=== design 1 ===
--- src/rtl/div_unit_pkg.sv ---
// Shared types for the iterative RV32M divider and its issue/write-back neighbours.
package div_unit_pkg;

  localparam int unsigned DIV_DATA_W = 32;
  localparam int unsigned DIV_RD_W   = 5;

  typedef enum logic [1:0] {
    DIV  = 2'd0,
    DIVU = 2'd1,
    REM  = 2'd2,
    REMU = 2'd3
  } div_op_t;

  typedef struct packed {
    div_op_t               div_control;
    logic [DIV_RD_W-1:0]   rd;
    logic [DIV_DATA_W-1:0] rs1;
    logic [DIV_DATA_W-1:0] rs2;
  } ix_div_inf_t;

  typedef struct packed {
    logic [DIV_RD_W-1:0]   rd;
    logic [DIV_DATA_W-1:0] result;
  } div_wb_inf_t;

  // Signed variants work on magnitudes and fix signs afterwards.
  function automatic logic is_signed_op(div_op_t op);
    return (op == DIV) || (op == REM);
  endfunction

endpackage

--- src/rtl/div_unit_iter_core.sv ---
// Unsigned restoring divider datapath: one quotient bit per step.
module div_iter_core #(
  parameter int unsigned DATA_WIDTH = 32
) (
  input  logic                  clk,
  input  logic                  rst,
  input  logic                  start,
  input  logic                  step,
  input  logic [DATA_WIDTH-1:0] dividend,
  input  logic [DATA_WIDTH-1:0] divisor,
  output logic [DATA_WIDTH-1:0] quotient,
  output logic [DATA_WIDTH-1:0] remainder
);

  logic [DATA_WIDTH-1:0] dvd;
  logic [DATA_WIDTH-1:0] dvs;
  logic [DATA_WIDTH-1:0] rem;
  logic [DATA_WIDTH:0]   rem_shift;
  logic [DATA_WIDTH:0]   diff;
  logic                  q_bit;

  // Shift in the next dividend bit and trial-subtract; borrow bit decides the quotient bit.
  always_comb begin
    rem_shift = {rem, dvd[DATA_WIDTH-1]};
    diff      = rem_shift - {1'b0, dvs};
    q_bit     = ~diff[DATA_WIDTH];
  end

  // Dividend register doubles as quotient shift register.
  always_ff @(posedge clk or negedge rst) begin
    if (!rst) begin
      dvd <= '0;
      dvs <= '0;
      rem <= '0;
    end else if (start) begin
      dvd <= dividend;
      dvs <= divisor;
      rem <= '0;
    end else if (step) begin
      dvd <= {dvd[DATA_WIDTH-2:0], q_bit};
      rem <= q_bit ? diff[DATA_WIDTH-1:0] : rem_shift[DATA_WIDTH-1:0];
    end
  end

  assign quotient  = dvd;
  assign remainder = rem;

endmodule

--- src/rtl/div_unit.sv ---
// Iterative RV32M divider: FSM, sign/special-case handling and write-back handshake.
module div_unit
  import div_unit_pkg::*;
#(
  parameter int unsigned DATA_WIDTH = DIV_DATA_W
) (
  input  logic        clk,
  input  logic        rst,
  input  logic        ix_div_valid,
  input  ix_div_inf_t ix_div_inf,
  input  logic        wb_do_branch,
  input  logic        wb_div_ready,
  output logic        div_wb_valid,
  output div_wb_inf_t div_wb_inf,
  output logic        div_ix_done,
  output logic        div_busy
);

  localparam int unsigned CNT_W = $clog2(DATA_WIDTH) + 1;

  localparam logic [1:0] S_IDLE = 2'd0;
  localparam logic [1:0] S_CALC = 2'd1;
  localparam logic [1:0] S_FIX  = 2'd2;
  localparam logic [1:0] S_DONE = 2'd3;

  localparam logic [DATA_WIDTH-1:0] MIN_NEG = {1'b1, {(DATA_WIDTH-1){1'b0}}};

  logic [1:0]            state, state_nx;
  logic [CNT_W-1:0]      counter;
  div_op_t               op_q;
  logic [DIV_RD_W-1:0]   rd_q;
  logic                  q_neg_q, r_neg_q;

  logic [DATA_WIDTH-1:0] rs1_c, rs2_c, mag1_c, mag2_c;
  logic [DATA_WIDTH-1:0] special_res_c, fix_res_c;
  logic [DATA_WIDTH-1:0] q_core, r_core;
  logic                  sgn_c, s1_c, s2_c, div0_c, ovf_c;
  logic                  accept_c, special_c, core_step_c, wb_accept_c, last_step_c;

  // Operand decode: magnitudes, result signs and special-case results for the incoming op.
  always_comb begin
    rs1_c         = DATA_WIDTH'(ix_div_inf.rs1);
    rs2_c         = DATA_WIDTH'(ix_div_inf.rs2);
    sgn_c         = is_signed_op(ix_div_inf.div_control);
    s1_c          = sgn_c & rs1_c[DATA_WIDTH-1];
    s2_c          = sgn_c & rs2_c[DATA_WIDTH-1];
    mag1_c        = s1_c ? -rs1_c : rs1_c;
    mag2_c        = s2_c ? -rs2_c : rs2_c;
    div0_c        = (rs2_c == '0);
    ovf_c         = sgn_c && (rs1_c == MIN_NEG) && (rs2_c == '1);
    special_res_c = '0;
    if (div0_c) begin
      special_res_c = ((ix_div_inf.div_control == DIV) || (ix_div_inf.div_control == DIVU)) ? '1 : rs1_c;
    end else if (ovf_c) begin
      special_res_c = (ix_div_inf.div_control == DIV) ? MIN_NEG : '0;
    end
  end

  // Sign fix-up of the core's magnitude results and q/r selection.
  always_comb begin
    fix_res_c = '0;
    if ((op_q == DIV) || (op_q == DIVU)) begin
      fix_res_c = q_neg_q ? -q_core : q_core;
    end else begin
      fix_res_c = r_neg_q ? -r_core : r_core;
    end
  end

  // Next-state logic; a flush overrides every other input.
  always_comb begin
    state_nx    = state;
    accept_c    = 1'b0;
    special_c   = 1'b0;
    core_step_c = 1'b0;
    wb_accept_c = 1'b0;
    last_step_c = (counter == CNT_W'(DATA_WIDTH - 1));
    if (wb_do_branch) begin
      state_nx = S_IDLE;
    end else begin
      case (state)
        S_IDLE: begin
          if (ix_div_valid) begin
            accept_c = 1'b1;
            if (div0_c || ovf_c) begin
              special_c = 1'b1;
              state_nx  = S_DONE;
            end else begin
              state_nx  = S_CALC;
            end
          end
        end
        S_CALC: begin
          core_step_c = 1'b1;
          if (last_step_c) state_nx = S_FIX;
        end
        S_FIX:  state_nx = S_DONE;
        S_DONE: begin
          if (wb_div_ready) begin
            wb_accept_c = 1'b1;
            state_nx    = S_IDLE;
          end
        end
        default: state_nx = S_IDLE;
      endcase
    end
  end

  // State register.
  always_ff @(posedge clk or negedge rst) begin
    if (!rst) state <= S_IDLE;
    else      state <= state_nx;
  end

  // Op context captured at accept; step counter for the iteration loop.
  always_ff @(posedge clk or negedge rst) begin
    if (!rst) begin
      counter <= '0;
      op_q    <= DIV;
      rd_q    <= '0;
      q_neg_q <= 1'b0;
      r_neg_q <= 1'b0;
    end else if (accept_c) begin
      counter <= '0;
      op_q    <= ix_div_inf.div_control;
      rd_q    <= ix_div_inf.rd;
      q_neg_q <= s1_c ^ s2_c;
      r_neg_q <= s1_c;
    end else if (core_step_c) begin
      counter <= counter + CNT_W'(1);
    end
  end

  // Registered outputs; payload only changes when a new result is produced.
  always_ff @(posedge clk or negedge rst) begin
    if (!rst) begin
      div_wb_valid <= 1'b0;
      div_wb_inf   <= '0;
      div_ix_done  <= 1'b0;
      div_busy     <= 1'b0;
    end else begin
      div_wb_valid <= (state_nx == S_DONE);
      div_busy     <= (state_nx != S_IDLE);
      div_ix_done  <= wb_accept_c;
      if (special_c) begin
        div_wb_inf.rd     <= ix_div_inf.rd;
        div_wb_inf.result <= DIV_DATA_W'(special_res_c);
      end else if ((state == S_FIX) && !wb_do_branch) begin
        div_wb_inf.rd     <= rd_q;
        div_wb_inf.result <= DIV_DATA_W'(fix_res_c);
      end
    end
  end

  div_iter_core #(.DATA_WIDTH(DATA_WIDTH)) u_core (
    .clk       (clk),
    .rst       (rst),
    .start     (accept_c),
    .step      (core_step_c),
    .dividend  (mag1_c),
    .divisor   (mag2_c),
    .quotient  (q_core),
    .remainder (r_core)
  );

endmodule

--- config.mk ---
export PLATFORM = sky130hd
export DESIGN_NAME = div_unit
export DESIGN_NICKNAME = d
export VERILOG_FILES = /design/src/rtl/div_unit_pkg.sv /design/src/rtl/div_unit_iter_core.sv /design/src/rtl/div_unit.sv
export SDC_FILE = /design/constraint.sdc
export NUM_CORES = 1
export LEC_CHECK = 0
export CORE_MARGIN = 5
export CORE_UTILIZATION = 63
export CTS_CLUSTER_SIZE = 16
export DETAILED_ROUTE_END_ITERATION = 12
export MAX_ROUTING_LAYER = met4
export PLACE_DENSITY = 0.87
export SLEW_MARGIN = 20
export SYNTH_ARGS = -nofsm -noshare
export SYNTH_HDL_FRONTEND = slang
export SYNTH_SLANG_ARGS = --single-unit
export TNS_END_PERCENT = 10
--- constraint.sdc ---
create_clock -name clk -period 7.1 [get_ports clk]
set_input_delay 2.13 -clock clk [delete_from_list [all_inputs] [get_ports clk]]
set_output_delay 2.13 -clock clk [all_outputs]
set_load 0.03 [all_outputs]
==> notes.md <==
Physical implementation

Per the post-CTS timing run, clock transition at the registers of the reported paths is 0.07 ns. The via count of the first global-routing pass is 10,300. The placement report lists the number of port buffers as 115. The largest total area in the synthesized netlist belongs to dfrtp_1. The power density over the cells is 310 mW/mm².

Across the whole layout, storage elements make up 29.3% of the cell area. The tally of max-capacitance violations is 0. The die covers 0.0205 mm².

The global routing report lists met3 layer usage as 4.29%. The highest signal layer in the routed design is met4. The post-synth design cell area is 0.0112 mm². The number of buffers added for setup after CTS is 0.

TritonCTS built the clock tree. The minimum period implied by the final worst setup slack is 5.21 ns. The run finished with clean final reports. The power group with the highest consumption is combinational cells. Setup repair after global routing left no endpoint under its margin. In this run the critical register-to-register path is launched from u_core.quotient[31]. The number of detailed-route iterations in the first pass is 6.
## worst max path at each step
stage                   start        endpoint  slack, ns  cells after the start
2_1_floorplan  ix_div_inf[58]  div_wb_inf[11]       2.84                     10
6_report        ix_div_inf[2]  div_wb_inf[12]       1.89                     10
3_3_place_gp   ix_div_inf[69]   div_wb_inf[9]       1.66                     11
4_1_cts         ix_div_inf[2]  div_wb_inf[12]       1.95                     10
5_1_grt         ix_div_inf[2]  div_wb_inf[23]       1.68                     10
3_5_place_dp    ix_div_inf[2]  div_wb_inf[12]       1.50                     10
## sequential cells by signal, summed over array words and instances (netlist names)
register and count:
q_neg_q 1, u_core.remainder 32, div_wb_inf 37, div_busy 1
rd_q 5, u_core.dvs 32, op_q 1, counter 6
r_neg_q 1, div_wb_valid 1, u_core.quotient 32, div_ix_done 1
state 2
## placed cells by master, fill, tap and decap left out, types with 17 or more instances in the layout
cell,n
o21ai_0,173
nand2_1,171
dfrtp_1,152
clkdlybuf4s50_1,114
nor2_1,103
a21oi_1,85
xnor2_1,77
xor2_1,71
inv_1,50
ha_1,38
mux2i_1,37
a22oi_1,31
nor3_1,26
a31oi_1,26
o31ai_1,26
o211ai_1,21
nand2b_1,20
or3_1,19
clkbuf_16,17
design_1/io_fan.png
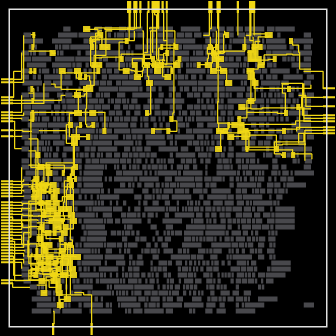
color	port	direction	edge	end cells	buffers	wire
yellow	ix_div_inf	input	40 left, 20 top, 9 right, 2 bottom	193	71	3,470 µm


=== design 2 ===
[src/rtl/led_pattern_gen.sv]
`default_nettype none
// ============================================================================
// Module   : led_pattern_gen
// Purpose  : LED driver with OFF / ON / BLINK / EVENT-stretch modes and a
//            shared tick prescaler. Optional macro LED_RETRIGGER_EN restarts
//            a running stretch on every new event.
// Revision : 1.0 - initial release
// ============================================================================
module led_pattern_gen #(
    parameter int PRESCALE      = 1000,
    parameter int BLINK_TICKS   = 250,
    parameter int STRETCH_TICKS = 50
) (
    input  logic       clk_i,
    input  logic       rst_i,
    input  logic [1:0] mode_i,
    input  logic       event_i,
    output logic       led_o,
    output logic       active_o
);

    localparam int MAX_TICKS = (BLINK_TICKS > STRETCH_TICKS) ? BLINK_TICKS : STRETCH_TICKS;
    localparam int TICK_W    = $clog2(MAX_TICKS + 1);
    localparam int PRE_W     = (PRESCALE > 1) ? $clog2(PRESCALE) : 1;

    localparam logic [PRE_W-1:0]  PRE_LAST     = PRE_W'(PRESCALE - 1);
    localparam logic [TICK_W-1:0] BLINK_LAST   = TICK_W'(BLINK_TICKS - 1);
    localparam logic [TICK_W-1:0] STRETCH_LAST = TICK_W'(STRETCH_TICKS - 1);

    localparam logic [1:0] MODE_OFF   = 2'b00;
    localparam logic [1:0] MODE_ON    = 2'b01;
    localparam logic [1:0] MODE_BLINK = 2'b10;
    localparam logic [1:0] MODE_EVENT = 2'b11;

    typedef enum logic [2:0] {
        S_OFF      = 3'd0,
        S_ON       = 3'd1,
        S_BLINK_HI = 3'd2,
        S_BLINK_LO = 3'd3,
        S_WAIT     = 3'd4,
        S_STRETCH  = 3'd5
    } state_t;

    state_t              state;
    state_t              state_next;
    logic [PRE_W-1:0]    pre_cnt;
    logic [PRE_W-1:0]    pre_next;
    logic [TICK_W-1:0]   tick_cnt;
    logic [TICK_W-1:0]   tick_next;
    logic                tick;
    logic                mode_match;
    logic                clear_cnt;
    logic                run_cnt;
    logic                led_next;
    logic                active_next;

    always_ff @(posedge clk_i) begin
        if (rst_i) begin
            state    <= S_OFF;
            pre_cnt  <= '0;
            tick_cnt <= '0;
            led_o    <= 1'b0;
            active_o <= 1'b0;
        end else begin
            state    <= state_next;
            pre_cnt  <= pre_next;
            tick_cnt <= tick_next;
            led_o    <= led_next;
            active_o <= active_next;
        end
    end

    always_comb begin
        state_next  = state;
        clear_cnt   = 1'b0;
        run_cnt     = 1'b0;
        mode_match  = 1'b0;
        pre_next    = '0;
        tick_next   = '0;
        tick        = (pre_cnt == PRE_LAST);

        // Each state belongs to exactly one mode; a mismatch means a new mode.
        case (state)
            S_OFF:                  mode_match = (mode_i == MODE_OFF);
            S_ON:                   mode_match = (mode_i == MODE_ON);
            S_BLINK_HI, S_BLINK_LO: mode_match = (mode_i == MODE_BLINK);
            S_WAIT, S_STRETCH:      mode_match = (mode_i == MODE_EVENT);
            default:                mode_match = 1'b0;
        endcase

        if (!mode_match) begin
            clear_cnt = 1'b1;
            case (mode_i)
                MODE_OFF:   state_next = S_OFF;
                MODE_ON:    state_next = S_ON;
                MODE_BLINK: state_next = S_BLINK_HI;
                default:    state_next = S_WAIT;
            endcase
        end else begin
            case (state)
                S_BLINK_HI: begin
                    run_cnt = 1'b1;
                    if (tick && tick_cnt == BLINK_LAST) begin
                        state_next = S_BLINK_LO;
                        clear_cnt  = 1'b1;
                    end
                end
                S_BLINK_LO: begin
                    run_cnt = 1'b1;
                    if (tick && tick_cnt == BLINK_LAST) begin
                        state_next = S_BLINK_HI;
                        clear_cnt  = 1'b1;
                    end
                end
                S_WAIT: begin
                    if (event_i) begin
                        state_next = S_STRETCH;
                        clear_cnt  = 1'b1;
                    end
                end
                S_STRETCH: begin
                    run_cnt = 1'b1;
                    if (tick && tick_cnt == STRETCH_LAST) begin
                        state_next = event_i ? S_STRETCH : S_WAIT;
                        clear_cnt  = 1'b1;
                    end
`ifdef LED_RETRIGGER_EN
                    else if (event_i) begin
                        clear_cnt = 1'b1;
                    end
`endif
                end
                default: state_next = state;
            endcase
        end

        // Counters sit at zero outside timed states so every pattern starts aligned.
        if (run_cnt && !clear_cnt) begin
            pre_next  = tick ? '0 : pre_cnt + PRE_W'(1);
            tick_next = tick ? tick_cnt + TICK_W'(1) : tick_cnt;
        end

        led_next    = (state_next == S_ON) || (state_next == S_BLINK_HI) ||
                      (state_next == S_STRETCH);
        active_next = (state_next == S_STRETCH);
    end

endmodule
`default_nettype wire
[config.mk]
export PLATFORM = sky130hd
export DESIGN_NAME = led_pattern_gen
export DESIGN_NICKNAME = d
export VERILOG_FILES = /design/src/rtl/led_pattern_gen.sv
export SDC_FILE = /design/constraint.sdc
export NUM_CORES = 1
export LEC_CHECK = 0
export ABC_AREA = 1
export CORE_MARGIN = 3
export CORE_UTILIZATION = 55
export CTS_CLUSTER_DIAMETER = 30
export DETAILED_ROUTE_END_ITERATION = 10
export DONT_BUFFER_PORTS = 1
export GPL_ROUTABILITY_DRIVEN = 0
export PLACE_DENSITY = 0.73
export SLEW_MARGIN = 20
export SYNTH_ARGS = -nofsm -noshare
export SYNTH_HDL_FRONTEND = slang
export SYNTH_SLANG_ARGS = --single-unit
[constraint.sdc]
create_clock -name clk_i -period 2.2 [get_ports clk_i]
set_input_delay 0.66 -clock clk_i [delete_from_list [all_inputs] [get_ports clk_i]]
set_output_delay 0.66 -clock clk_i [all_outputs]
set_load 0.02 [all_outputs]
==> notes.md <==
Physical implementation

The total of hold buffers inserted after clock tree synthesis is 0. The final hold violation count recorded for this run is 0. Yosys reports that the leading cell type by area covers 37.6% of the netlist area. The switching power share of the total is 22.9%. The layout cell share with drive strength beyond 1 is 14.0%.

The run finished with clean final reports. Entering global routing, the biggest net connects 13 pins. The type of element capturing the critical path is a flip-flop. In this design, the largest share of critical-path delay is due to simple AND/OR/NAND/NOR gates. Port buffering added 0 buffers. The cell type taking the most area is combinational gates. The count of mapped cells out of synthesis is 168. Detailed placement reports a standard cell area of 0.00126 mm².

Clock skew on the completed layout was measured at 0.0116 ns. For reference, the final report shows the max-slew violation count at 0. The tapcell count is 27. The count of routing violations after the opening detailed-route iteration is 37. The count of plain and timing-repair buffers is 0. Synthesis instantiated 27 different standard cells from the library. Pin placement for this block handled 7 I/O pins. The combinational power share is 5.2%.

After global routing, the most crowded layer is met2. The aggregate global routing overflow is 0. The cell sitting at the root of the clock tree is a clkbuf_4. The portion of the layout cell area used by non-clock buffers is 0%.

Once detailed placement completed, the half-perimeter wirelength came to 1.70 mm. OpenSTA, run right after detailed placement, puts the worst setup slack at 0.414 ns. The number of nets in the synthesized netlist is 176.
-- logic make-up after synthesis --
family          count (synthesis)  synth area share, %
simple gates                   92                 37.8
fa+ha+maj                       3                 3.07
flops                          23                 37.6
compound gates                 12                 5.52
buf+inv                        28                 8.79
xor+xnor                       10                 7.16
-- flip-flops by register name (all words and copies together), names as in the netlist --
signal and flops:
state 3, pre_cnt 10, tick_cnt 8, led_o 1, active_o 1
-- layout by cell type, fill, tap and decap left out, types with 3 or more instances in the layout --
cell type | netlist | layout
inv_1 | 22 | 22
xnor2_1 | 5 | 5
o21ai_0 | 3 | 3
nand2_1 | 30 | 30
a21oi_1 | 6 | 6
or2_2 | 3 | 3
clkbuf_4 | 0 | 3
xor2_1 | 5 | 5
nor2_1 | 32 | 32
ha_1 | 3 | 3
nand3_1 | 10 | 10
dfxtp_1 | 23 | 23
inv_2 | 5 | 5
-- worst paths after layout --
path | from | to | slack (ns)
worst min-delay path | rst_i | state[0] | 0.39
worst max register to register | pre_cnt[0] | led_o | 0.48
worst min register to register | pre_cnt[0] | pre_cnt[0] | 0.45
worst max-delay path | pre_cnt[0] | led_o | 0.48
design_2/cell_density.png
The die is cut into 11 by 11 equal tiles; black is low, pale yellow is high, 0 to 100% covered.
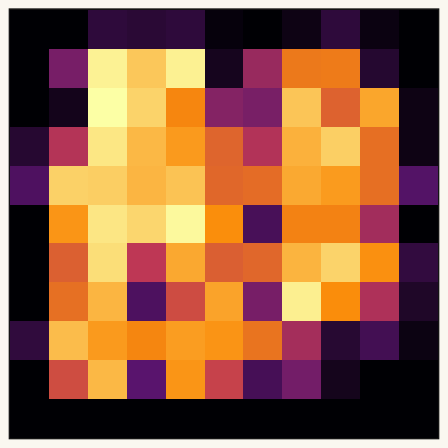
mean over tiles	44%
emptiest ninth of the die	bottom right
tiles over 75% full	31%

design_2/logic_types.png
The bar under the picture is 20 µm long.
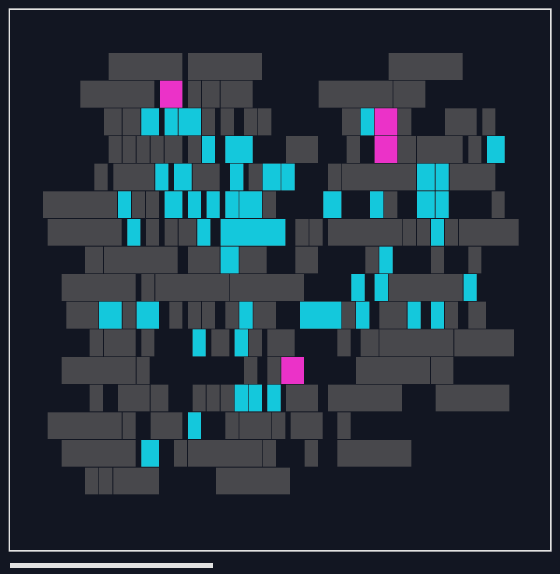
color	family	cells	most used
magenta	AND and OR gates	4	or2_2
cyan	NAND gates	47	nand2_1
multi-input gate share of the layout cell area: 51.1%
highest-count logic cell in the final layout: nor2_1



==> gallery <==
Met3 routing.
picture 1
The bar under the picture is 50 µm long.
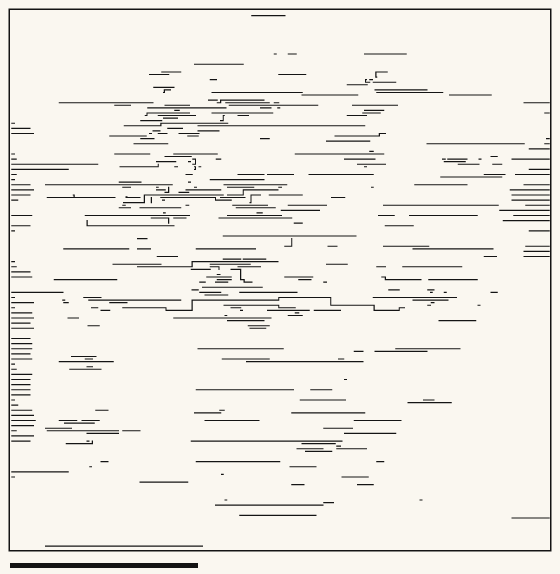
picture 2
The bar under the picture is 20 µm long.
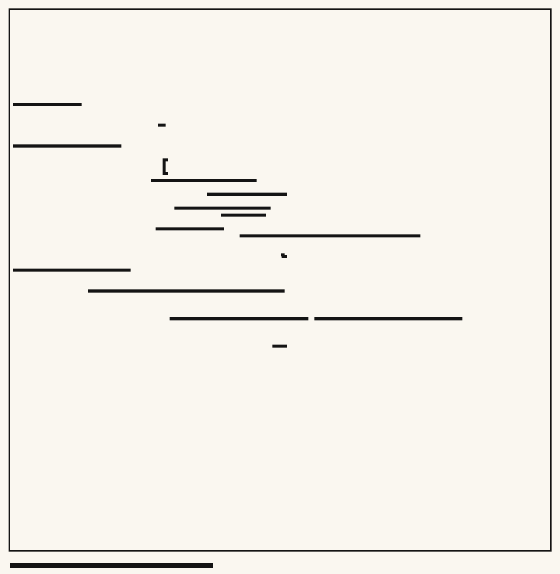
Picture 2 is design 2.
Picture 1 is design 1.
The one with the largest die is picture 1.

No activity file was given, so power comes from the tool's default toggle rates.
